=== pong_game_core ===
<file path="src/rtl/pong_pkg.sv">
`default_nettype none
// +--------------------------------------------------------------------------+
// | pong_pkg                                                                 |
// | Shared types and default geometry for the Pong game-state engine.        |
// |   game_state_t : IDLE / SERVE / PLAY / OVER encoding (2 bits)            |
// |   DEF_*        : default geometry, speeds and timing                     |
// |   centre()     : top-left coordinate that centres an object on a span   |
// | Revision: 1.0 - initial release                                          |
// +--------------------------------------------------------------------------+
package pong_pkg;

  typedef enum logic [1:0] {
    ST_IDLE  = 2'd0,
    ST_SERVE = 2'd1,
    ST_PLAY  = 2'd2,
    ST_OVER  = 2'd3
  } game_state_t;

  localparam int DEF_H_RES         = 640;
  localparam int DEF_V_RES         = 480;
  localparam int DEF_BALL_SIZE     = 8;
  localparam int DEF_PADDLE_W      = 8;
  localparam int DEF_PADDLE_H      = 64;
  localparam int DEF_PADDLE_MARGIN = 16;
  localparam int DEF_PADDLE_SPEED  = 4;
  localparam int DEF_BALL_SPEED    = 2;
  localparam int DEF_SCORE_W       = 4;
  localparam int DEF_WIN_SCORE     = 9;
  localparam int DEF_SERVE_FRAMES  = 60;

  function automatic int centre(input int span, input int size);
    return (span - size) / 2;
  endfunction

  // Derived defaults: ball centre, paddle rest y, paddle x columns.
  localparam int DEF_BALL_X0 = centre(DEF_H_RES, DEF_BALL_SIZE);
  localparam int DEF_BALL_Y0 = centre(DEF_V_RES, DEF_BALL_SIZE);
  localparam int DEF_PDL_Y0  = centre(DEF_V_RES, DEF_PADDLE_H);
  localparam int DEF_P1_X    = DEF_PADDLE_MARGIN;
  localparam int DEF_P2_X    = DEF_H_RES - DEF_PADDLE_MARGIN - DEF_PADDLE_W;

endpackage
`default_nettype wire

</file>
<file path="src/rtl/pong_paddle.sv">
`default_nettype none
// +--------------------------------------------------------------------------+
// | pong_paddle                                                              |
// | One paddle's vertical position register with up/down stepping and       |
// | clamping to [0, V_RES-PADDLE_H].                                         |
// | Ports: clk_0, rst (async, active-high), step (advance one frame),        |
// |        up, down (button levels), ypos (top edge of the paddle).          |
// | Revision: 1.0 - initial release                                          |
// +--------------------------------------------------------------------------+
module pong_paddle
  import pong_pkg::*;
#(
  parameter int V_RES        = DEF_V_RES,
  parameter int PADDLE_H     = DEF_PADDLE_H,
  parameter int PADDLE_SPEED = DEF_PADDLE_SPEED
)(
  input  logic       clk_0,
  input  logic       rst,
  input  logic       step,
  input  logic       up,
  input  logic       down,
  output logic [9:0] ypos
);

  localparam logic signed [10:0] Y_MAX = 11'(V_RES - PADDLE_H);
  localparam logic signed [10:0] SPEED = 11'(PADDLE_SPEED);
  localparam logic [9:0]         Y_RST = 10'(centre(V_RES, PADDLE_H));

  logic signed [10:0] y_cur;
  logic signed [10:0] y_next;

  // One extra signed bit lets an upward step go negative before clamping.
  always_comb begin
    y_cur  = signed'({1'b0, ypos});
    y_next = y_cur;
    if (up && !down) begin
      y_next = y_cur - SPEED;
    end else if (down && !up) begin
      y_next = y_cur + SPEED;
    end
    if (y_next < 11'sd0) begin
      y_next = 11'sd0;
    end else if (y_next > Y_MAX) begin
      y_next = Y_MAX;
    end
  end

  always_ff @(posedge clk_0 or posedge rst) begin
    if (rst) begin
      ypos <= Y_RST;
    end else if (step) begin
      ypos <= y_next[9:0];
    end
  end

endmodule
`default_nettype wire

</file>
<file path="src/rtl/pong_game_core.sv">
`default_nettype none
// +--------------------------------------------------------------------------+
// | pong_game_core                                                           |
// | Frame-stepped Pong game engine: ball motion and collisions, scores,     |
// | serve delay with blinking ball, and the IDLE/SERVE/PLAY/OVER FSM.        |
// | Inputs : clk_0, rst (async, active-high), frame_tick, start,            |
// |          up_p1, down_p1, up_p2, down_p2                                  |
// | Outputs: sq_xpos/sq_ypos (ball), pdl1_*/pdl2_* (paddles), sq_shown,      |
// |          score_p1, score_p2, game_state, winner                          |
// | Revision: 1.0 - initial release                                          |
// +--------------------------------------------------------------------------+
module pong_game_core
  import pong_pkg::*;
#(
  parameter int H_RES         = DEF_H_RES,
  parameter int V_RES         = DEF_V_RES,
  parameter int BALL_SIZE     = DEF_BALL_SIZE,
  parameter int PADDLE_W      = DEF_PADDLE_W,
  parameter int PADDLE_H      = DEF_PADDLE_H,
  parameter int PADDLE_MARGIN = DEF_PADDLE_MARGIN,
  parameter int PADDLE_SPEED  = DEF_PADDLE_SPEED,
  parameter int BALL_SPEED    = DEF_BALL_SPEED,
  parameter int SCORE_W       = DEF_SCORE_W,
  parameter int WIN_SCORE     = DEF_WIN_SCORE,
  parameter int SERVE_FRAMES  = DEF_SERVE_FRAMES
)(
  input  logic               clk_0,
  input  logic               rst,
  input  logic               frame_tick,
  input  logic               start,
  input  logic               up_p1,
  input  logic               down_p1,
  input  logic               up_p2,
  input  logic               down_p2,
  output logic [9:0]         sq_xpos,
  output logic [9:0]         sq_ypos,
  output logic [9:0]         pdl1_xpos,
  output logic [9:0]         pdl1_ypos,
  output logic [9:0]         pdl2_xpos,
  output logic [9:0]         pdl2_ypos,
  output logic               sq_shown,
  output logic [SCORE_W-1:0] score_p1,
  output logic [SCORE_W-1:0] score_p2,
  output logic [1:0]         game_state,
  output logic               winner
);

  // Counter is at least 4 bits so its bit 3 can drive the serve blink.
  localparam int CNT_W = ($clog2(SERVE_FRAMES) < 4) ? 4 : $clog2(SERVE_FRAMES);
  localparam logic [CNT_W-1:0]   SERVE_LAST = CNT_W'(SERVE_FRAMES - 1);
  localparam logic [SCORE_W-1:0] WIN_LAST   = SCORE_W'(WIN_SCORE - 1);

  localparam logic [9:0] BALL_X0 = 10'(centre(H_RES, BALL_SIZE));
  localparam logic [9:0] BALL_Y0 = 10'(centre(V_RES, BALL_SIZE));
  localparam logic [9:0] P1_X    = 10'(PADDLE_MARGIN);
  localparam logic [9:0] P2_X    = 10'(H_RES - PADDLE_MARGIN - PADDLE_W);

  localparam logic signed [10:0] S_SPEED = 11'(BALL_SPEED);
  localparam logic signed [10:0] S_BALL  = 11'(BALL_SIZE);
  localparam logic signed [10:0] S_PW    = 11'(PADDLE_W);
  localparam logic signed [10:0] S_PH    = 11'(PADDLE_H);
  localparam logic signed [10:0] S_XMAX  = 11'(H_RES - BALL_SIZE);
  localparam logic signed [10:0] S_YMAX  = 11'(V_RES - BALL_SIZE);
  localparam logic signed [10:0] S_P1X   = 11'(PADDLE_MARGIN);
  localparam logic signed [10:0] S_P2X   = 11'(H_RES - PADDLE_MARGIN - PADDLE_W);

  game_state_t      state;
  logic [9:0]       ball_x;
  logic [9:0]       ball_y;
  logic             dx_neg;
  logic             dy_neg;
  logic [CNT_W-1:0] serve_cnt;
  logic [CNT_W-1:0] serve_cnt_inc;
  logic             paddle_step;

  logic signed [10:0] cur_x, cur_y, p1_y, p2_y, nx, ny;
  logic               ndx_neg, ndy_neg, p1_scores, p2_scores;

  assign paddle_step   = frame_tick && (state == ST_SERVE || state == ST_PLAY);
  assign serve_cnt_inc = serve_cnt + 1'b1;

  pong_paddle #(
    .V_RES(V_RES), .PADDLE_H(PADDLE_H), .PADDLE_SPEED(PADDLE_SPEED)
  ) u_paddle_p1 (
    .clk_0(clk_0), .rst(rst), .step(paddle_step),
    .up(up_p1), .down(down_p1), .ypos(pdl1_ypos)
  );

  pong_paddle #(
    .V_RES(V_RES), .PADDLE_H(PADDLE_H), .PADDLE_SPEED(PADDLE_SPEED)
  ) u_paddle_p2 (
    .clk_0(clk_0), .rst(rst), .step(paddle_step),
    .up(up_p2), .down(down_p2), .ypos(pdl2_ypos)
  );

  // Candidate ball step. Wall clamp first, then paddle hits are tested on
  // the wall-corrected y, then the miss test on the paddle-corrected x.
  // Collisions use the paddle positions from before this frame's move.
  always_comb begin
    cur_x   = signed'({1'b0, ball_x});
    cur_y   = signed'({1'b0, ball_y});
    p1_y    = signed'({1'b0, pdl1_ypos});
    p2_y    = signed'({1'b0, pdl2_ypos});
    nx      = dx_neg ? cur_x - S_SPEED : cur_x + S_SPEED;
    ny      = dy_neg ? cur_y - S_SPEED : cur_y + S_SPEED;
    ndx_neg = dx_neg;
    ndy_neg = dy_neg;

    if (ny < 11'sd0) begin
      ny      = 11'sd0;
      ndy_neg = ~dy_neg;
    end else if (ny > S_YMAX) begin
      ny      = S_YMAX;
      ndy_neg = ~dy_neg;
    end

    if (dx_neg && (nx <= S_P1X + S_PW) && (nx + S_BALL > S_P1X) &&
        (ny < p1_y + S_PH) && (ny + S_BALL > p1_y)) begin
      nx      = S_P1X + S_PW;
      ndx_neg = 1'b0;
    end else if (!dx_neg && (nx + S_BALL >= S_P2X) && (nx < S_P2X + S_PW) &&
                 (ny < p2_y + S_PH) && (ny + S_BALL > p2_y)) begin
      nx      = S_P2X - S_BALL;
      ndx_neg = 1'b1;
    end

    p2_scores = (nx <= 11'sd0);
    p1_scores = (nx >= S_XMAX);
  end

  always_ff @(posedge clk_0 or posedge rst) begin
    if (rst) begin
      state     <= ST_IDLE;
      ball_x    <= BALL_X0;
      ball_y    <= BALL_Y0;
      dx_neg    <= 1'b0;
      dy_neg    <= 1'b0;
      serve_cnt <= '0;
      score_p1  <= '0;
      score_p2  <= '0;
      winner    <= 1'b0;
      sq_shown  <= 1'b0;
    end else begin
      case (state)
        ST_IDLE, ST_OVER: begin
          if (start) begin
            state     <= ST_SERVE;
            score_p1  <= '0;
            score_p2  <= '0;
            serve_cnt <= '0;
            dx_neg    <= 1'b0;
            ball_x    <= BALL_X0;
            ball_y    <= BALL_Y0;
            sq_shown  <= 1'b0;
          end
        end
        ST_SERVE: begin
          if (frame_tick) begin
            if (serve_cnt == SERVE_LAST) begin
              state    <= ST_PLAY;
              sq_shown <= 1'b1;
            end else begin
              serve_cnt <= serve_cnt_inc;
              sq_shown  <= serve_cnt_inc[3];
            end
          end
        end
        ST_PLAY: begin
          if (frame_tick) begin
            dy_neg <= ndy_neg;
            if (p1_scores || p2_scores) begin
              ball_x    <= BALL_X0;
              ball_y    <= BALL_Y0;
              serve_cnt <= '0;
              sq_shown  <= 1'b0;
              // Next serve heads toward whoever conceded (P1 is on the left).
              dx_neg    <= p2_scores;
              if (p2_scores) begin
                score_p2 <= score_p2 + 1'b1;
                if (score_p2 == WIN_LAST) begin
                  state  <= ST_OVER;
                  winner <= 1'b1;
                end else begin
                  state <= ST_SERVE;
                end
              end else begin
                score_p1 <= score_p1 + 1'b1;
                if (score_p1 == WIN_LAST) begin
                  state  <= ST_OVER;
                  winner <= 1'b0;
                end else begin
                  state <= ST_SERVE;
                end
              end
            end else begin
              ball_x <= nx[9:0];
              ball_y <= ny[9:0];
              dx_neg <= ndx_neg;
            end
          end
        end
        default: state <= ST_IDLE;
      endcase
    end
  end

  assign sq_xpos    = ball_x;
  assign sq_ypos    = ball_y;
  assign pdl1_xpos  = P1_X;
  assign pdl2_xpos  = P2_X;
  assign game_state = state;

endmodule
`default_nettype wire

</file>
<file path="config.mk">
export PLATFORM = sky130hd
export DESIGN_NAME = pong_game_core
export DESIGN_NICKNAME = d
export VERILOG_FILES = /design/src/rtl/pong_pkg.sv /design/src/rtl/pong_paddle.sv /design/src/rtl/pong_game_core.sv
export SDC_FILE = /design/constraint.sdc
export NUM_CORES = 1
export LEC_CHECK = 0
export ABC_AREA = 1
export CAP_MARGIN = 20
export CORE_ASPECT_RATIO = 1.2
export CORE_UTILIZATION = 45
export CTS_CLUSTER_DIAMETER = 60
export DETAILED_ROUTE_END_ITERATION = 8
export PLACE_DENSITY = 0.77
export SLEW_MARGIN = 20
export SYNTH_ARGS = -nofsm -noshare
export SYNTH_HDL_FRONTEND = slang
export SYNTH_SLANG_ARGS = --single-unit
export TNS_END_PERCENT = 10
</file>
<file path="constraint.sdc">
create_clock -name clk_0 -period 5.1 [get_ports clk_0]
set_input_delay 0.765 -clock clk_0 [delete_from_list [all_inputs] [get_ports clk_0]]
set_output_delay 0.765 -clock clk_0 [all_outputs]
set_load 0.05 [all_outputs]
</file>
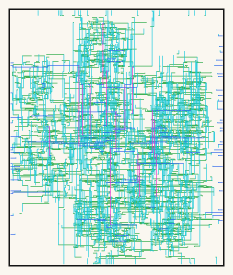
Figure 1: pong_game_core, wiring by layer.
Scale: 2 px per µm.
Key: metal 4 = magenta [wire length 356 µm]; metal 1 = green [wire length 6520 µm]; metal 3 = blue [wire length 612 µm]; metal 2 = cyan [wire length 7360 µm]

==> impl_metrics.env <==
# flow metrics
export IMPL_status="finished, final reports clean"
export IMPL_final_util_pct=56.39
export IMPL_yosysSeqAreaShare_pct=24.08
export IMPL_dr_wl_met3_um=612
export IMPL_ys_chip_area_mm2=0.005902
export IMPL_relSlewSlack_pct=55.03
export IMPL_yosys_warnings=0
export IMPL_hold_depth=2
export IMPL_path_delay_family="simple AND/OR/NAND/NOR gates"
export IMPL_fp_dieW_um=106.5
export IMPL_synth_async_sr_flop_share_pct=100.0
export IMPL_busiest_layer="met2"
export IMPL_finalSetupViolCount=0
export IMPL_die_y_um=127.5
export IMPL_inverters=137
export IMPL_xor_area_share_pct=4.579
export IMPL_htreeDepth=2
export IMPL_nets=1023
export IMPL_flops=56
export IMPL_dr_pass1_iters=5
export IMPL_synth_area_mm2=0.005902
export IMPL_grt_usage_pct=21.50
export IMPL_placementRows=45
export IMPL_min_to="sq_shown"
export IMPL_tightest_slew_ns=0.6735
export IMPL_totalWireLength_um=14850
## state kept, by name (all words and copies together), names as in the netlist
register / cells
dx_neg: 1
score_p1: 4
u_paddle_p2.ypos: 8
winner: 1
serve_cnt: 6
dy_neg: 1
sq_ypos: 10
sq_xpos: 10
u_paddle_p1.ypos: 8
sq_shown: 1
game_state: 2
score_p2: 4

=== multi_alarm_clock ===
Figure 2. Clock nets (multi_alarm_clock).
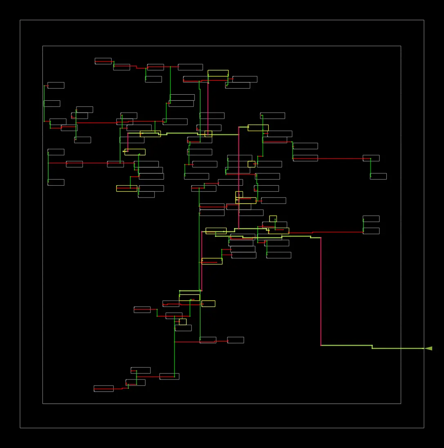
Figure 3. Placed cells, one colour a class (multi_alarm_clock).
Scale: 1.5 px per µm.
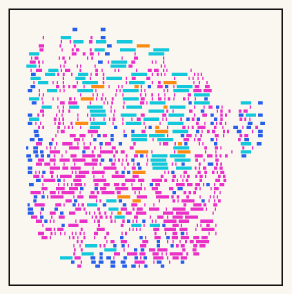
[src/rtl/multi_alarm_clock.sv]
// multi_alarm_clock: 24-hour BCD real-time clock (HH:MM:SS) driven by a one-second
// clock-enable, with N_ALARMS independently programmable alarm channels.
// Define SNOOZE_EN to build the SNOOZE input handling and the SNOOZED channel state.
module multi_alarm_clock #(
  parameter int unsigned CLK_HZ     = 10,
  parameter int unsigned N_ALARMS   = 4,
  parameter int unsigned SNOOZE_MIN = 5,
  localparam int unsigned AW = (N_ALARMS > 1) ? $clog2(N_ALARMS) : 1
) (
  input  logic                clk,
  input  logic                reset,
  input  logic [1:0]          H_in1,
  input  logic [3:0]          H_in0,
  input  logic [3:0]          M_in1,
  input  logic [3:0]          M_in0,
  input  logic                LD_time,
  input  logic                LD_alarm,
  input  logic [AW-1:0]       AL_SEL,
  input  logic [N_ALARMS-1:0] AL_ON,
  input  logic                STOP_al,
  input  logic                SNOOZE,
  output logic                Alarm,
  output logic [N_ALARMS-1:0] Al_active,
  output logic [1:0]          H_out1,
  output logic [3:0]          H_out0,
  output logic [3:0]          M_out1,
  output logic [3:0]          M_out0,
  output logic [3:0]          S_out1,
  output logic [3:0]          S_out0,
  output logic                tick_1s
);

  localparam int unsigned PW = $clog2(CLK_HZ);

`ifdef SNOOZE_EN
  typedef enum logic [1:0] {IDLE, RING, SNOOZED} ch_state_t;
`else
  typedef enum logic {IDLE, RING} ch_state_t;
`endif

  logic [PW-1:0] cnt;
  logic          time_in_ok;
  logic          ld_time_ok;
  logic          ld_alarm_ok;
  logic          time_updated;
  logic          time_changed;
  logic          at_minute;
  logic [10:0]   now_min;
  logic [10:0]   in_min;
  logic [10:0]   alarm_min [N_ALARMS];
  ch_state_t     state     [N_ALARMS];
  ch_state_t     state_nxt [N_ALARMS];

  assign tick_1s    = (cnt == PW'(CLK_HZ - 1));
  assign time_in_ok = ((H_in1 < 2'd2 && H_in0 <= 4'd9) || (H_in1 == 2'd2 && H_in0 <= 4'd3))
                      && (M_in1 <= 4'd5) && (M_in0 <= 4'd9);
  assign ld_time_ok  = LD_time & time_in_ok;
  assign ld_alarm_ok = LD_alarm & time_in_ok & (32'(AL_SEL) < N_ALARMS);

  // Minute-of-day views of the running time and the load inputs, used for all comparisons.
  assign now_min   = 11'(H_out1) * 11'd600 + 11'(H_out0) * 11'd60 + 11'(M_out1) * 11'd10 + 11'(M_out0);
  assign in_min    = 11'(H_in1) * 11'd600 + 11'(H_in0) * 11'd60 + 11'(M_in1) * 11'd10 + 11'(M_in0);
  assign at_minute = (S_out1 == 4'd0) && (S_out0 == 4'd0);

  // Prescaler, BCD time counter and the two-stage time_changed pipeline.
  // time_changed trails the time update by one extra cycle so channels react
  // exactly two edges after the edge that changed the time.
  always_ff @(posedge clk) begin
    if (reset) begin
      cnt          <= '0;
      H_out1       <= '0;
      H_out0       <= '0;
      M_out1       <= '0;
      M_out0       <= '0;
      S_out1       <= '0;
      S_out0       <= '0;
      time_updated <= 1'b0;
      time_changed <= 1'b0;
    end else begin
      time_updated <= ld_time_ok | tick_1s;
      time_changed <= time_updated;
      if (ld_time_ok) begin
        cnt    <= '0;
        H_out1 <= H_in1;
        H_out0 <= H_in0;
        M_out1 <= M_in1;
        M_out0 <= M_in0;
        S_out1 <= '0;
        S_out0 <= '0;
      end else begin
        cnt <= tick_1s ? '0 : cnt + PW'(1);
        if (tick_1s) begin
          if (S_out0 != 4'd9) begin
            S_out0 <= S_out0 + 4'd1;
          end else begin
            S_out0 <= '0;
            if (S_out1 != 4'd5) begin
              S_out1 <= S_out1 + 4'd1;
            end else begin
              S_out1 <= '0;
              if (M_out0 != 4'd9) begin
                M_out0 <= M_out0 + 4'd1;
              end else begin
                M_out0 <= '0;
                if (M_out1 != 4'd5) begin
                  M_out1 <= M_out1 + 4'd1;
                end else begin
                  M_out1 <= '0;
                  if (H_out1 == 2'd2 && H_out0 == 4'd3) begin
                    H_out1 <= '0;
                    H_out0 <= '0;
                  end else if (H_out0 == 4'd9) begin
                    H_out0 <= '0;
                    H_out1 <= H_out1 + 2'd1;
                  end else begin
                    H_out0 <= H_out0 + 4'd1;
                  end
                end
              end
            end
          end
        end
      end
    end
  end

  // Alarm time storage, one minute-of-day register per channel.
  always_ff @(posedge clk) begin
    for (int unsigned i = 0; i < N_ALARMS; i++) begin
      if (reset) begin
        alarm_min[i] <= '0;
      end else if (ld_alarm_ok && 32'(AL_SEL) == i) begin
        alarm_min[i] <= in_min;
      end
    end
  end

`ifdef SNOOZE_EN
  logic [N_ALARMS-1:0] snz_load;
  logic [10:0]         snz_min [N_ALARMS];
  logic [11:0]         snz_sum;
  logic [10:0]         snz_next;

  assign snz_sum  = {1'b0, now_min} + 12'(SNOOZE_MIN);
  assign snz_next = (snz_sum >= 12'd1440) ? 11'(snz_sum - 12'd1440) : snz_sum[10:0];

  // Snooze targets, latched when a ringing channel is snoozed.
  always_ff @(posedge clk) begin
    for (int unsigned i = 0; i < N_ALARMS; i++) begin
      if (reset) begin
        snz_min[i] <= '0;
      end else if (snz_load[i]) begin
        snz_min[i] <= snz_next;
      end
    end
  end
`else
  logic unused_snooze;
  assign unused_snooze = SNOOZE;
`endif

  // Channel state registers.
  always_ff @(posedge clk) begin
    for (int unsigned i = 0; i < N_ALARMS; i++) begin
      state[i] <= reset ? IDLE : state_nxt[i];
    end
  end

  // Channel next-state logic; disable and reprogramming dominate, STOP_al beats SNOOZE and match.
  always_comb begin
`ifdef SNOOZE_EN
    snz_load = '0;
`endif
    for (int unsigned i = 0; i < N_ALARMS; i++) begin
      state_nxt[i] = state[i];
      if (!AL_ON[i] || (ld_alarm_ok && 32'(AL_SEL) == i)) begin
        state_nxt[i] = IDLE;
      end else begin
        case (state[i])
          IDLE: begin
            if (time_changed && at_minute && now_min == alarm_min[i] && !STOP_al) state_nxt[i] = RING;
          end
          RING: begin
            if (STOP_al) begin
              state_nxt[i] = IDLE;
`ifdef SNOOZE_EN
            end else if (SNOOZE) begin
              state_nxt[i] = SNOOZED;
              snz_load[i]  = 1'b1;
`endif
            end
          end
`ifdef SNOOZE_EN
          SNOOZED: begin
            if (STOP_al) state_nxt[i] = IDLE;
            else if (time_changed && at_minute && now_min == snz_min[i]) state_nxt[i] = RING;
          end
`endif
          default: state_nxt[i] = IDLE;
        endcase
      end
    end
  end

  // Ring flags and the combined buzzer output.
  always_comb begin
    Al_active = '0;
    for (int unsigned i = 0; i < N_ALARMS; i++) begin
      Al_active[i] = (state[i] == RING);
    end
    Alarm = |Al_active;
  end

endmodule

[config.mk]
export PLATFORM = sky130hd
export DESIGN_NAME = multi_alarm_clock
export DESIGN_NICKNAME = d
export VERILOG_FILES = /design/src/rtl/multi_alarm_clock.sv
export SDC_FILE = /design/constraint.sdc
export NUM_CORES = 1
export LEC_CHECK = 0
export ABC_AREA = 1
export CELL_PAD_IN_SITES_DETAIL_PLACEMENT = 1
export CELL_PAD_IN_SITES_GLOBAL_PLACEMENT = 1
export CORE_AREA = 10 10 171 173
export CTS_CLUSTER_SIZE = 25
export DETAILED_ROUTE_END_ITERATION = 12
export DIE_AREA = 0 0 181 183
export PLACE_DENSITY = 0.52
export SYNTH_ARGS = -nofsm -noshare
export SYNTH_HDL_FRONTEND = slang
export SYNTH_SLANG_ARGS = --single-unit
[constraint.sdc]
create_clock -name clk -period 4.1 [get_ports clk]
set_input_delay 0.41 -clock clk [delete_from_list [all_inputs] [get_ports clk]]
set_output_delay 0.41 -clock clk [all_outputs]
set_load 0.05 [all_outputs]
==> impl_metrics.env <==
# flow metrics
export IMPL_cts_resized=58
export IMPL_cts_sinks=76
export IMPL_drv_slew=0
export IMPL_die_y_um=183
export IMPL_min_from="time_updated"
export IMPL_synth_async_sr_flop_share_pct=0
export IMPL_synthFlopType="edfxtp_1"
export IMPL_powerSeq_mw=0.858
export IMPL_gp_congestion=0.7620
export IMPL_critical_path_startpoint_type="flop"
export IMPL_pwr_share_seq_pct=27.1
export IMPL_violations="negative setup slack"
export IMPL_vias=5461
export IMPL_path_depth=18
export IMPL_skew_ns=0.007735
export IMPL_place_area_mm2=0.007951
export IMPL_met1Wirelength_um=9561
export IMPL_finalSetupViolCount=4
export IMPL_placementRows=59
export IMPL_status="finished with violations"
export IMPL_totalWireLength_um=19180
export IMPL_post_cts_setup_buffers=6
export IMPL_hold_class="flop to flop"
export IMPL_synth_simple_area_share_pct=23.05
export IMPL_worst_slack_ns=-0.2892
## Picture notes: Figure 2
CTS Buf Count: 9
flop count: 76

## Picture notes: Figure 3
Key: remaining buffers and delay cells = blue [cells 141]; clock drivers and dummy loads = orange [cells 16]; combinational and other logic = magenta [cells 685]; sequential cells = cyan [cells 76]

[area by class of cell]
type | instances | area, µm²
clock buffers | 10 | 250.2
multi-input cells | 552 | 4458
flip-flops and latches | 76 | 1977
fillers | 3020 | 16910
inverters | 133 | 501.7
well taps | 335 | 419.2
clock inverters | 6 | 60.06
repair buffers | 141 | 1190
[metrics by stage]
stage                     util (%)  hold slack [ns]  power [mW]
after floorplan                  -           0.3883       1.543
after global placement       30.86           0.3983       2.111
after detailed placement     30.86           0.4010       2.126
after CTS                    33.20           0.4017       3.105
after global routing         34.37           0.4210       3.400
final                        34.37           0.4029       3.170

=== imem_loader ===
==> src/rtl/imem_loader_pkg.sv <==
// Shared definitions for the instruction-memory loader: defaults, state encoding
// and the IM write-port payload.
package imem_loader_pkg;

    localparam int unsigned BYTE_W         = 8;
    localparam int unsigned WORD_W         = 32;
    localparam int unsigned ADDR_W         = 32;
    localparam int unsigned IMEM_DEPTH_DEF = 256;
    localparam int unsigned CNT_W_DEF      = 16;

    localparam logic [ADDR_W-1:0] BASE_ADDR_DEF = 32'h0000_0000;
    // The core's PC comes out of reset at the first loaded word.
    localparam logic [ADDR_W-1:0] PC_RESET      = BASE_ADDR_DEF;

    typedef enum logic [2:0] {
        LDR_IDLE  = 3'd0,
        LDR_HDR   = 3'd1,
        LDR_DATA  = 3'd2,
        LDR_WRITE = 3'd3,
        LDR_DONE  = 3'd4,
        LDR_ERR   = 3'd5
    } ldr_state_e;

    typedef struct packed {
        logic [ADDR_W-1:0] addr;
        logic [WORD_W-1:0] data;
    } im_wr_t;

    // Byte address of word idx; wraps modulo 2^32.
    function automatic logic [ADDR_W-1:0] word_addr(input logic [ADDR_W-1:0] base,
                                                    input logic [ADDR_W-1:0] idx);
        return base + (idx << 2);
    endfunction

endpackage

==> src/rtl/imem_loader_byte_packer.sv <==
// Collects four stream bytes into a little-endian 32-bit word; shared by the
// header and data phases of the loader.
module imem_loader_byte_packer
    import imem_loader_pkg::*;
(
    input  logic              clk,
    input  logic              rst,
    input  logic              clear,
    input  logic              shift_en,
    input  logic [BYTE_W-1:0] byte_in,
    output logic [WORD_W-1:0] word_c,
    output logic              word_full_c
);

    logic [1:0]        cnt_q;
    logic [WORD_W-1:0] word_q;

    // Newest byte enters at the top so the first byte ends up in [7:0].
    assign word_c      = {byte_in, word_q[WORD_W-1:BYTE_W]};
    assign word_full_c = shift_en && (cnt_q == 2'd3);

    always_ff @(posedge clk or negedge rst) begin
        if (!rst) begin
            cnt_q  <= 2'd0;
            word_q <= '0;
        end else if (clear) begin
            cnt_q  <= 2'd0;
            word_q <= '0;
        end else if (shift_en) begin
            cnt_q  <= cnt_q + 2'd1;
            word_q <= word_c;
        end
    end

endmodule

==> src/rtl/imem_loader.sv <==
// Streams a length-prefixed program image into the instruction memory write
// port while holding the CPU fetch path.
module imem_loader
    import imem_loader_pkg::*;
#(
    parameter int unsigned       IMEM_DEPTH = IMEM_DEPTH_DEF,
    parameter logic [ADDR_W-1:0] BASE_ADDR  = BASE_ADDR_DEF,
    parameter int unsigned       CNT_W      = CNT_W_DEF
) (
    input  logic              clk,
    input  logic              rst,
    input  logic              start,
    input  logic              byte_valid,
    input  logic [BYTE_W-1:0] byte_data,
    output logic              byte_ready,
    output logic              IM_we,
    output logic [ADDR_W-1:0] IM_wr_addr,
    output logic [WORD_W-1:0] IM_wr_data,
    output logic              cpu_hold,
    output logic              load_done,
    output logic              load_err,
    output logic [CNT_W-1:0]  words_loaded
);

    ldr_state_e        state_q;
    ldr_state_e        state_d;
    logic [WORD_W-1:0] n_words_q;
    logic [CNT_W-1:0]  idx_q;
    im_wr_t            wr_q;

    logic              pk_shift_c;
    logic              pk_clear_c;
    logic              pk_full_c;
    logic [WORD_W-1:0] pk_word_c;
    logic              hdr_last_c;
    logic              data_last_c;
    logic              word_last_c;
    logic              n_zero_c;
    logic              n_over_c;

    // Ready depends on state alone so the source never sees a combinational loop.
    assign byte_ready = (state_q == LDR_HDR) || (state_q == LDR_DATA);
    assign pk_shift_c = byte_valid && byte_ready;

    imem_loader_byte_packer u_packer (
        .clk         (clk),
        .rst         (rst),
        .clear       (pk_clear_c),
        .shift_en    (pk_shift_c),
        .byte_in     (byte_data),
        .word_c      (pk_word_c),
        .word_full_c (pk_full_c)
    );

    assign hdr_last_c  = (state_q == LDR_HDR)  && pk_full_c;
    assign data_last_c = (state_q == LDR_DATA) && pk_full_c;
    assign n_zero_c    = (pk_word_c == '0);
    assign n_over_c    = (pk_word_c > 32'(IMEM_DEPTH));
    assign word_last_c = ((32'(idx_q) + 32'd1) == n_words_q);

    // Next-state decode.
    always_comb begin
        state_d    = state_q;
        pk_clear_c = 1'b0;
        unique case (state_q)
            LDR_IDLE: begin
                if (start) begin
                    state_d    = LDR_HDR;
                    pk_clear_c = 1'b1;
                end
            end
            LDR_HDR: begin
                if (hdr_last_c) begin
                    if (n_zero_c)      state_d = LDR_DONE;
                    else if (n_over_c) state_d = LDR_ERR;
                    else               state_d = LDR_DATA;
                end
            end
            LDR_DATA: begin
                if (data_last_c) state_d = LDR_WRITE;
            end
            LDR_WRITE: begin
                state_d = word_last_c ? LDR_DONE : LDR_DATA;
            end
            LDR_DONE: begin
                state_d = LDR_IDLE;
            end
            LDR_ERR: begin
                if (start) begin
                    state_d    = LDR_HDR;
                    pk_clear_c = 1'b1;
                end
            end
            default: begin
                state_d = LDR_IDLE;
            end
        endcase
    end

    // State and status flags, registered from the next state.
    always_ff @(posedge clk or negedge rst) begin
        if (!rst) begin
            state_q   <= LDR_IDLE;
            IM_we     <= 1'b0;
            cpu_hold  <= 1'b0;
            load_done <= 1'b0;
            load_err  <= 1'b0;
        end else begin
            state_q   <= state_d;
            IM_we     <= (state_d == LDR_WRITE);
            cpu_hold  <= (state_d != LDR_IDLE);
            load_done <= (state_d == LDR_DONE);
            load_err  <= (state_d == LDR_ERR);
        end
    end

    // Header length, word index and the IM write payload.
    always_ff @(posedge clk or negedge rst) begin
        if (!rst) begin
            n_words_q <= '0;
            idx_q     <= '0;
            wr_q      <= '0;
        end else begin
            if (hdr_last_c) begin
                n_words_q <= pk_word_c;
            end
            if (data_last_c) begin
                wr_q.addr <= word_addr(BASE_ADDR, 32'(idx_q));
                wr_q.data <= pk_word_c;
            end
            if (pk_clear_c) begin
                idx_q <= '0;
            end else if (state_q == LDR_WRITE) begin
                idx_q <= idx_q + CNT_W'(1);
            end
        end
    end

    assign IM_wr_addr   = wr_q.addr;
    assign IM_wr_data   = wr_q.data;
    assign words_loaded = idx_q;

endmodule

==> config.mk <==
export PLATFORM = sky130hd
export DESIGN_NAME = imem_loader
export DESIGN_NICKNAME = d
export VERILOG_FILES = /design/src/rtl/imem_loader_pkg.sv /design/src/rtl/imem_loader_byte_packer.sv /design/src/rtl/imem_loader.sv
export SDC_FILE = /design/constraint.sdc
export NUM_CORES = 1
export LEC_CHECK = 0
export ABC_AREA = 1
export CAP_MARGIN = 20
export CORE_MARGIN = 2
export CORE_UTILIZATION = 55
export DETAILED_ROUTE_END_ITERATION = 16
export PLACE_DENSITY = 0.82
export SETUP_SLACK_MARGIN = 0.4
export SLEW_MARGIN = 10
export SYNTH_ARGS = -nofsm -noshare
export SYNTH_HDL_FRONTEND = slang
export SYNTH_SLANG_ARGS = --single-unit
export TNS_END_PERCENT = 30
==> constraint.sdc <==
create_clock -name clk -period 5.1 [get_ports clk]
set_input_delay 0.765 -clock clk [delete_from_list [all_inputs] [get_ports clk]]
set_output_delay 0.765 -clock clk [all_outputs]
set_load 0.005 [all_outputs]
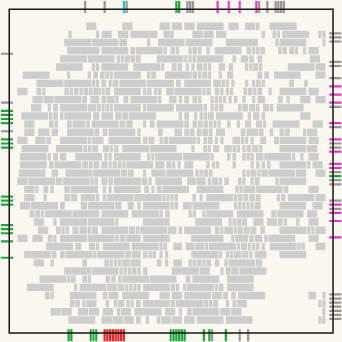
Figure 4: imem_loader, I/O pins on the die edge.
Scale: 3 px per µm. Pins as bars across the die edge, other pins in grey.
Key: byte_data = red [pins 8, direction input, edge bottom]; load_err = cyan [pins 1, direction output, edge top]; words_loaded = magenta [pins 16, direction output, edge 12 right, 4 top]; IM_wr_data = green [pins 32, direction output, edge 15 left, 14 bottom, 2 top, 1 right]

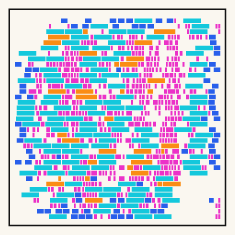
Figure 5: imem_loader, placed cells, one colour a class.
Scale: 2 px per µm.
Key: combinational and other logic = magenta [cells 514]; remaining buffers and delay cells = blue [cells 82]; clock drivers and dummy loads = orange [cells 32]; sequential cells = cyan [cells 129]

cell families after synthesis:
| logic type | share of synthesized area, % |
|---|---|
| and+or+nand+nor | 21.98 |
| AOI/OAI and AO/OA | 12.66 |
| DFF | 54.89 |
| buffers and inverters | 9.681 |
| xor gates and xnor gates | 0.2979 |
| adders and majority gates | 0.4255 |
| other | 0.06377 |
sequential cells by signal, summed over array words and instances, names as in the netlist:
register / cells
state_q: 3
u_packer.cnt_q: 2
load_done: 1
IM_we: 1
n_words_q: 32
cpu_hold: 1
load_err: 1
words_loaded: 16
IM_wr_data: 32
u_packer.word_q: 24
IM_wr_addr: 16
==> impl_metrics.env <==
# flow metrics
export IMPL_crit_start="state_q[0]"
export IMPL_pwr_share_seq_pct=38.8
export IMPL_reg2regPathDepth=10
export IMPL_numPortBuffers=80
export IMPL_tap_cells=136
export IMPL_edf_count=0
export IMPL_buffers_excl_clock=82
export IMPL_required_ns=5.50
export IMPL_synth_area_per_cell_um2=8.817
export IMPL_post_synth_top_count_cell="nand2_1"
export IMPL_fin_hold_ws_ns=0.3803
export IMPL_cts_tree="built"
export IMPL_critical_path_startpoint_type="flop"
export IMPL_wl_per_cell_um=16.62
export IMPL_largestClassByArea="flip-flops and latches"
export IMPL_use_met2_pct=44.35
export IMPL_cpMostUsedCell="nor2_1"
export IMPL_largest_area_cell="dfrtp_1"
export IMPL_path_depth=10
export IMPL_cts_buffer_depth=2
export IMPL_status="finished, final reports clean"
export IMPL_powerClk_mw=1.27
export IMPL_slowest_stage="nand2_2"
export IMPL_htreeDepth=4
export IMPL_drive_gt1_share_pct=8.587
export IMPL_worstPathCellList="nor2_1, nor2_1, inv_2, a21oi_2, nand2_4, nor2_4, nand2_2, buf_4, nand2_1, o21ai_0"
export IMPL_topCellsByArea="dfrtp_1 (55%), nand2_1 (11%), o21ai_1 (5.5%)"
export IMPL_grt_setup_unrepaired="false"
export IMPL_skew_ns=0.006359
export IMPL_p_per_area_mw_per_mm2=501.3
export IMPL_max_vdd_ir_drop_v=0.0003643
export IMPL_seq_share_pct=44.53
export IMPL_grt_pass1_vias=4970
export IMPL_ant_nets=0
export IMPL_synth_cell_type_count=33
export IMPL_place_area_mm2=0.006618
export IMPL_critPathBufInv=2

=== id_stage ===
Figure 6. I/O pins on the die edge (id_stage).
Scale: 3 px per µm. Pins as bars across the die edge, other pins in grey.
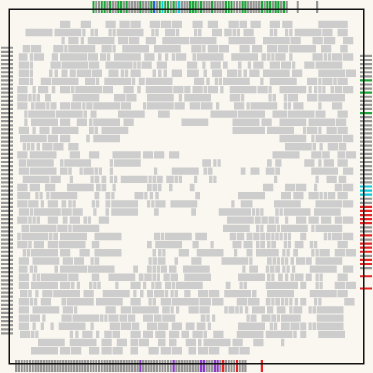
===== config.mk =====
export PLATFORM = sky130hd
export DESIGN_NAME = id_stage
export DESIGN_NICKNAME = d
export VERILOG_FILES = /design/src/rtl/id_stage.sv
export SDC_FILE = /design/constraint.sdc
export NUM_CORES = 1
export LEC_CHECK = 0
export ABC_AREA = 1
export ABC_CLOCK_PERIOD_IN_PS = 2300
export CAP_MARGIN = 20
export CORE_MARGIN = 2
export CORE_UTILIZATION = 38
export DETAILED_ROUTE_END_ITERATION = 16
export GPL_ROUTABILITY_DRIVEN = 0
export GPL_TIMING_DRIVEN = 0
export PLACE_DENSITY = 0.82
export SYNTH_ARGS = -nofsm -noshare
export SYNTH_HDL_FRONTEND = slang
export SYNTH_SLANG_ARGS = --single-unit

===== constraint.sdc =====
create_clock -name Clk -period 2.3 [get_ports Clk]
set_input_delay 0.345 -clock Clk [delete_from_list [all_inputs] [get_ports Clk]]
set_output_delay 0.345 -clock Clk [all_outputs]
set_load 0.01 [all_outputs]

===== src/rtl/id_stage.sv =====
// rtl/id_stage.sv - instruction decode stage with load-use hazard stall and ID/EX pipeline register
//
// Purpose:
//   Drives reg_file read addresses from the fetched instruction.
//   Decodes control flags and captures operands, immediate and control into the ID/EX register.
//   Detects load-use hazards, stalls fetch for one cycle and inserts a bubble.
//   Counts stall cycles in a saturating counter.
//
// Optional feature macro: ID_WB_BYPASS_EN
//   When defined, a same-cycle writeback to a source register is forwarded into the captured operand.
//
// Ports:
//   Clk, Rst_n                       clock, asynchronous active-low reset
//   Instr, InstrValid, Flush         instruction from IF/ID, valid flag, squash request
//   Ard1, Ard2                       reg_file read addresses (rs, rt), combinational
//   Dout1, Dout2                     reg_file read data
//   WbAwr, WbDin, WbWrEn             writeback port (same nets as reg_file write port)
//   StallIF                          IF/ID hold request, combinational
//   ExValid .. ExIllegal             ID/EX pipeline register contents
//   StallCount                       saturating stall-cycle counter
module id_stage #(
    parameter int DATA_W      = 32,
    parameter int ADDR_W      = 5,
    parameter int STALL_CNT_W = 16
) (
    input  logic                   Clk,
    input  logic                   Rst_n,
    input  logic [31:0]            Instr,
    input  logic                   InstrValid,
    input  logic                   Flush,
    output logic [ADDR_W-1:0]      Ard1,
    output logic [ADDR_W-1:0]      Ard2,
    input  logic [DATA_W-1:0]      Dout1,
    input  logic [DATA_W-1:0]      Dout2,
    input  logic [ADDR_W-1:0]      WbAwr,
    input  logic [DATA_W-1:0]      WbDin,
    input  logic                   WbWrEn,
    output logic                   StallIF,
    output logic                   ExValid,
    output logic [DATA_W-1:0]      ExRsData,
    output logic [DATA_W-1:0]      ExRtData,
    output logic [DATA_W-1:0]      ExImm,
    output logic [ADDR_W-1:0]      ExRd,
    output logic [5:0]             ExOpcode,
    output logic [5:0]             ExFunct,
    output logic                   ExRegWrite,
    output logic                   ExMemRead,
    output logic                   ExMemWrite,
    output logic                   ExBranch,
    output logic                   ExIllegal,
    output logic [STALL_CNT_W-1:0] StallCount
);

    localparam logic [5:0] OP_RTYPE = 6'h00;
    localparam logic [5:0] OP_BEQ   = 6'h04;
    localparam logic [5:0] OP_ADDI  = 6'h08;
    localparam logic [5:0] OP_ANDI  = 6'h0C;
    localparam logic [5:0] OP_ORI   = 6'h0D;
    localparam logic [5:0] OP_LW    = 6'h23;
    localparam logic [5:0] OP_SW    = 6'h2B;

    logic [5:0]        opcode;
    logic [5:0]        funct;
    logic [ADDR_W-1:0] rs_addr;
    logic [ADDR_W-1:0] rt_addr;
    logic [ADDR_W-1:0] rd_field;
    logic [15:0]       imm16;

    assign opcode   = Instr[31:26];
    assign funct    = Instr[5:0];
    assign rs_addr  = ADDR_W'(Instr[25:21]);
    assign rt_addr  = ADDR_W'(Instr[20:16]);
    assign rd_field = ADDR_W'(Instr[15:11]);
    assign imm16    = Instr[15:0];

    assign Ard1 = rs_addr;
    assign Ard2 = rt_addr;

    logic [ADDR_W-1:0] dec_rd;
    logic              dec_rw;
    logic              dec_mr;
    logic              dec_mw;
    logic              dec_br;
    logic              dec_il;
    logic              uses_rt;
    logic              zero_ext;

    always_comb begin
        dec_rd   = '0;
        dec_rw   = 1'b0;
        dec_mr   = 1'b0;
        dec_mw   = 1'b0;
        dec_br   = 1'b0;
        dec_il   = 1'b0;
        uses_rt  = 1'b0;
        zero_ext = 1'b0;
        case (opcode)
            OP_RTYPE: begin
                dec_rd  = rd_field;
                dec_rw  = 1'b1;
                uses_rt = 1'b1;
            end
            OP_ADDI: begin
                dec_rd = rt_addr;
                dec_rw = 1'b1;
            end
            OP_ANDI, OP_ORI: begin
                dec_rd   = rt_addr;
                dec_rw   = 1'b1;
                zero_ext = 1'b1;
            end
            OP_LW: begin
                dec_rd = rt_addr;
                dec_rw = 1'b1;
                dec_mr = 1'b1;
            end
            OP_SW: begin
                dec_mw  = 1'b1;
                uses_rt = 1'b1;
            end
            OP_BEQ: begin
                dec_br  = 1'b1;
                uses_rt = 1'b1;
            end
            default: dec_il = 1'b1;
        endcase
    end

    // Writes to $0 are architecturally discarded, so drop them here rather than in EX/WB.
    logic regwrite_eff;
    assign regwrite_eff = dec_rw && (dec_rd != '0);

    // The extension rule applies to every opcode so ExImm is always well defined.
    logic [DATA_W-1:0] imm_ext;
    assign imm_ext = zero_ext ? {{(DATA_W-16){1'b0}}, imm16}
                              : {{(DATA_W-16){imm16[15]}}, imm16};

    logic [DATA_W-1:0] rs_val;
    logic [DATA_W-1:0] rt_val;

`ifdef ID_WB_BYPASS_EN
    // reg_file does not show a same-cycle write on its read port, so forward it here.
    logic rs_fwd;
    logic rt_fwd;
    assign rs_fwd = WbWrEn && (WbAwr != '0) && (WbAwr == rs_addr);
    assign rt_fwd = WbWrEn && (WbAwr != '0) && (WbAwr == rt_addr);
    assign rs_val = (rs_addr == '0) ? '0 : (rs_fwd ? WbDin : Dout1);
    assign rt_val = (rt_addr == '0) ? '0 : (rt_fwd ? WbDin : Dout2);
`else
    logic unused_wb;
    assign unused_wb = ^{WbAwr, WbDin, WbWrEn};
    assign rs_val = (rs_addr == '0) ? '0 : Dout1;
    assign rt_val = (rt_addr == '0) ? '0 : Dout2;
`endif

    // The bubble inserted on a hazard clears ExMemRead, so the condition self-clears after one cycle.
    logic hazard;
    assign hazard = InstrValid && ExValid && ExMemRead && (ExRd != '0) &&
                    ((ExRd == rs_addr) || (uses_rt && (ExRd == rt_addr)));

    assign StallIF = hazard;

    logic load_bubble;
    assign load_bubble = Flush || hazard || !InstrValid;

    always_ff @(posedge Clk or negedge Rst_n) begin
        if (!Rst_n) begin
            ExValid    <= 1'b0;
            ExRsData   <= '0;
            ExRtData   <= '0;
            ExImm      <= '0;
            ExRd       <= '0;
            ExOpcode   <= '0;
            ExFunct    <= '0;
            ExRegWrite <= 1'b0;
            ExMemRead  <= 1'b0;
            ExMemWrite <= 1'b0;
            ExBranch   <= 1'b0;
            ExIllegal  <= 1'b0;
        end else if (load_bubble) begin
            ExValid    <= 1'b0;
            ExRsData   <= '0;
            ExRtData   <= '0;
            ExImm      <= '0;
            ExRd       <= '0;
            ExOpcode   <= '0;
            ExFunct    <= '0;
            ExRegWrite <= 1'b0;
            ExMemRead  <= 1'b0;
            ExMemWrite <= 1'b0;
            ExBranch   <= 1'b0;
            ExIllegal  <= 1'b0;
        end else begin
            ExValid    <= 1'b1;
            ExRsData   <= rs_val;
            ExRtData   <= rt_val;
            ExImm      <= imm_ext;
            ExRd       <= dec_rd;
            ExOpcode   <= opcode;
            ExFunct    <= funct;
            ExRegWrite <= regwrite_eff;
            ExMemRead  <= dec_mr;
            ExMemWrite <= dec_mw;
            ExBranch   <= dec_br;
            ExIllegal  <= dec_il;
        end
    end

    always_ff @(posedge Clk or negedge Rst_n) begin
        if (!Rst_n) begin
            StallCount <= '0;
        end else if (hazard && !(&StallCount)) begin
            StallCount <= StallCount + STALL_CNT_W'(1);
        end
    end

endmodule


==> impl_metrics.env <==
# flow metrics
export IMPL_drcViolationCount=0
export IMPL_powerSeq_mw=2.09
export IMPL_worstPathCellList="clkdlybuf4s50_1, nor2_2, and2_1, nand2_1, nand2_1, nand3_2, nand2_4, nand2_4, inv_1, dlygate4sd2_1"
export IMPL_largestClassByArea="buffers"
export IMPL_topCellsByArea="dfrtp_1 (58%), nand2_1 (10%), nor2_1 (8.5%)"
export IMPL_powerClk_mw=2.63
export IMPL_status="finished, final reports clean"
export IMPL_final_cell_mix="clkdlybuf4s50_1 (238), nand2_1 (131), dfrtp_1 (113), nor2_1 (109), inv_1 (41)"
export IMPL_cp_slowest_stage_delay_ns=0.45
export IMPL_antenna_cells=0
export IMPL_die_y_um=117.7
export IMPL_wl_per_cell_um=14.86
export IMPL_grt_usage_pct=22.30
export IMPL_flops=114
export IMPL_required_ns=1.96
export IMPL_yosys_mux_area_fraction_pct=0
export IMPL_p_comb_share_pct=12.1
export IMPL_inverters=44
export IMPL_initCoreUtil_pct=38.90
export IMPL_tns_ns=0
export IMPL_finalNonFillerCells=997
export IMPL_insertion_delay_ns=0.41
export IMPL_relSlewSlack_pct=68.09
export IMPL_powerComb_mw=0.652
export IMPL_cts_sinks=114
export IMPL_crit_start="Instr[27]"
export IMPL_nets=951
export IMPL_grt_max_degree=78
export IMPL_synth_async_sr_flop_share_pct=100.0
Notes on Figure 6 above:
Key: Dout1 = green [pins 32, direction input, edge 29 top, 3 right]; ExOpcode = purple [pins 6, direction output, edge bottom]; ExRegWrite = blue [pins 1, direction output, edge top]; ExRd = cyan [pins 5, direction output, edge 3 right, 2 top]; StallCount = red [pins 16, direction output, edge 13 right, 3 bottom]

critical path: cells and delay by family:
family,cells,cell delay [ns]
simple gates,7,0.72
buf+inv,3,0.76
sequential cells by signal, summed over array words and instances (netlist names), 5 cells and up:
signal      count
ExFunct         5
ExImm          12
ExOpcode        6
ExRd            5
ExRsData       32
ExRtData       32
StallCount     16
timing repair:
action                     4_1_cts  5_1_grt
hold buffers                     1        0
setup endpoints to repair        1        1
hold endpoints to repair        37        0
pin swaps                        3        1
cloned                           0        0
buffers inserted                 3        1
resized                          7        4

=== dma_page_arbiter ===
<file path="config.mk">
export PLATFORM = sky130hd
export DESIGN_NAME = dma_page_arbiter
export DESIGN_NICKNAME = d
export VERILOG_FILES = /design/src/rtl/dma_page_arbiter.sv
export SDC_FILE = /design/constraint.sdc
export NUM_CORES = 1
export LEC_CHECK = 0
export ABC_AREA = 1
export CORE_ASPECT_RATIO = 0.9
export CORE_MARGIN = 3
export CORE_UTILIZATION = 35
export DETAILED_ROUTE_END_ITERATION = 16
export MAX_ROUTING_LAYER = met4
export PLACE_DENSITY = 0.7
export SKIP_CTS_REPAIR_TIMING = 1
export SLEW_MARGIN = 20
export SYNTH_ARGS = -nofsm -noshare
export SYNTH_HDL_FRONTEND = slang
export SYNTH_SLANG_ARGS = --single-unit
</file>
<file path="constraint.sdc">
create_clock -name clk -period 2.8 [get_ports clk]
set_input_delay 0.42 -clock clk [delete_from_list [all_inputs] [get_ports clk]]
set_output_delay 0.42 -clock clk [all_outputs]
set_load 0.1 [all_outputs]
</file>
<file path="src/rtl/dma_page_arbiter.sv">
// Memory-port owner between the 6502 core and one synchronous memory.
// Passes core traffic through until a trigger write, then stalls the core and copies one page.
module dma_page_arbiter #(
  parameter logic [15:0] DMA_REG  = 16'h4014,
  parameter logic [15:0] DST_BASE = 16'h0300
) (
  input  logic        clk,
  input  logic        resetn,
  input  logic [15:0] cpu_address,
  input  logic        cpu_wr_en,
  input  logic [7:0]  cpu_wr_data,
  output logic [7:0]  cpu_rd_data,
  output logic        cpu_rdy,
  output logic        cpu_rd_valid,
  output logic [15:0] mem_address,
  output logic        mem_wr_en,
  output logic [7:0]  mem_wr_data,
  input  logic [7:0]  mem_rd_data,
  output logic        dma_busy,
  output logic        dma_done
);

  // Core handshake: a request is accepted on any cycle with cpu_rdy high; while cpu_rdy is low the
  // core holds its request unchanged. A read accepted in cycle N is answered in N+1, flagged by
  // cpu_rd_valid with the data on cpu_rd_data.
  typedef enum logic [2:0] {
    S_IDLE  = 3'b001,
    S_READ  = 3'b010,
    S_WRITE = 3'b100
  } state_t;

  state_t      state, state_nxt;
  logic [7:0]  page, idx;
  logic        done_q, rd_valid_q;
  logic        trigger, last_write;
  logic [15:0] dst_address;

  assign trigger     = (state == S_IDLE) && cpu_wr_en && (cpu_address == DMA_REG);
  assign last_write  = (state == S_WRITE) && (idx == 8'hFF);
  assign dst_address = DST_BASE + {8'h00, idx};

  // State register plus the page/index datapath.
  always_ff @(posedge clk or negedge resetn) begin
    if (!resetn) begin
      state      <= S_IDLE;
      page       <= 8'h00;
      idx        <= 8'h00;
      done_q     <= 1'b0;
      rd_valid_q <= 1'b0;
    end else begin
      state      <= state_nxt;
      done_q     <= last_write;
      rd_valid_q <= (state == S_IDLE) && !cpu_wr_en;
      if (trigger) begin
        page <= cpu_wr_data;
        idx  <= 8'h00;
      end else if ((state == S_WRITE) && !last_write) begin
        idx <= idx + 8'd1;
      end
    end
  end

  always_comb begin
    state_nxt = state;
    unique case (state)
      S_IDLE:  if (trigger) state_nxt = S_READ;
      S_READ:  state_nxt = S_WRITE;
      S_WRITE: state_nxt = last_write ? S_IDLE : S_READ;
      default: state_nxt = S_IDLE;
    endcase
  end

  // The WRITE beat forwards the byte fetched by the preceding READ straight from the memory.
  always_comb begin
    mem_address = cpu_address;
    mem_wr_en   = 1'b0;
    mem_wr_data = cpu_wr_data;
    cpu_rdy     = 1'b0;
    dma_busy    = 1'b0;
    unique case (state)
      S_IDLE: begin
        mem_wr_en = cpu_wr_en && !trigger;
        cpu_rdy   = 1'b1;
      end
      S_READ: begin
        mem_address = {page, idx};
        dma_busy    = 1'b1;
      end
      S_WRITE: begin
        mem_address = dst_address;
        mem_wr_en   = 1'b1;
        mem_wr_data = mem_rd_data;
        dma_busy    = 1'b1;
      end
      default: begin
        cpu_rdy = 1'b1;
      end
    endcase
  end

  assign cpu_rd_data  = mem_rd_data;
  assign cpu_rd_valid = rd_valid_q;
  assign dma_done     = done_q;

endmodule
</file>
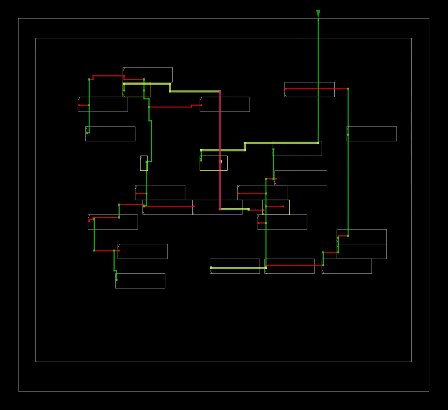
Figure 7: dma_page_arbiter, clock nets.
clock sink count: 21
clkbuf count: 4
clk latency late pin: 0.26 ns

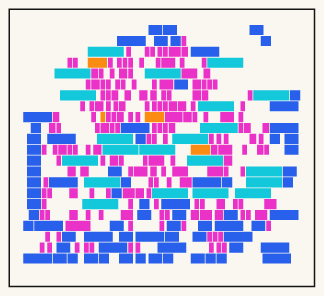
Figure 8: dma_page_arbiter, placed cells, one colour a class.
Scale: 4 px per µm.
Key: combinational and other logic = magenta [cells 184]; remaining buffers and delay cells = blue [cells 74]; sequential cells = cyan [cells 21]; clock drivers and dummy loads = orange [cells 4]

==> impl_metrics.env <==
# flow metrics
export IMPL_place_area_mm2=0.002392
export IMPL_drive_gt1_share_pct=22.26
export IMPL_fin_hold_ws_ns=0.4757
export IMPL_hold_violations=0
export IMPL_final_cell_mix="nand2_1 (81), clkdlybuf4s50_1 (34), inv_1 (24), buf_12 (21), dfrtp_1 (20)"
export IMPL_logic_area_um2=785.8
export IMPL_status="finished, final reports clean"
export IMPL_yosys_mux_area_fraction_pct=0
export IMPL_numPortBuffers=71
export IMPL_tightest_slew_ns=0.3568
export IMPL_skew_ns=0.002210
export IMPL_final_common_cell="nand2_1"
export IMPL_synthTopCellsByCount="nand2_1 (81), inv_1 (24), dfrtp_1 (20)"
export IMPL_finalCriticalPeriod_ns=2.522
export IMPL_placementRows=22
export IMPL_dp_hpwl_um=3622
export IMPL_cts_root_buf="clkbuf_8"
export IMPL_ys_sh_adder_pct=0.8123
export IMPL_placed_cells=339
export IMPL_yosys_warnings=0
export IMPL_r2r_start="state[1]"
export IMPL_grt_pass1_wl_um=7169
export IMPL_drcViolationCount=0
export IMPL_required_ns=2.38
export IMPL_max_vdd_ir_drop_v=0.0001685
export IMPL_yosysTopAreaCellShare_pct=32.49
export IMPL_hold_depth=2
-- routing by layer --
metal  share of wire, %  wire [µm]
met1                 46       2070
met2                 50       2245
met3                4.1        187
met4               0.46         21
met5                  0          0
-- where the power goes --
part           total [mW]  switching, mW  internal (mW)
clock network       0.202         0.0999          0.102
logic               0.369          0.244          0.124
registers           0.304       0.000244          0.304
total               0.875          0.345          0.530
-- state kept, by name (all words and copies together), names as in the netlist --
name / cells
cpu_rd_valid: 1
state: 3
dma_done: 1
page: 8
idx: 8


## Gallery

Clock nets.
panel A
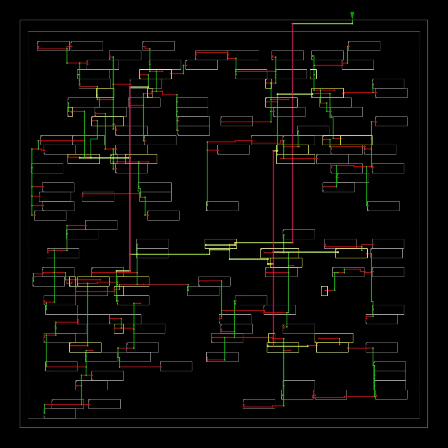
panel B
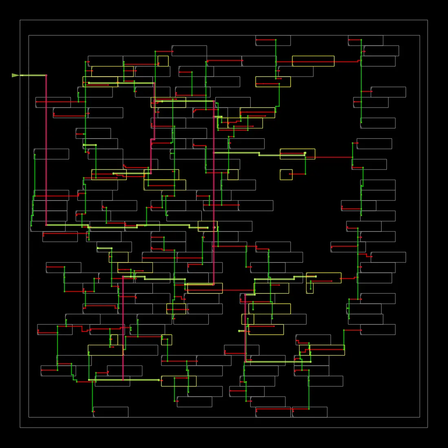
panel C
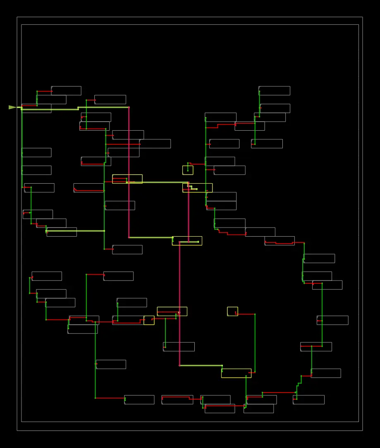
- id_stage = panel A
- imem_loader = panel B
- pong_game_core = panel C
The one with the fewest clock buffers is panel C.
The one with the fewest sequential cells is panel C.

Power is estimated from default activity; no workload was simulated.
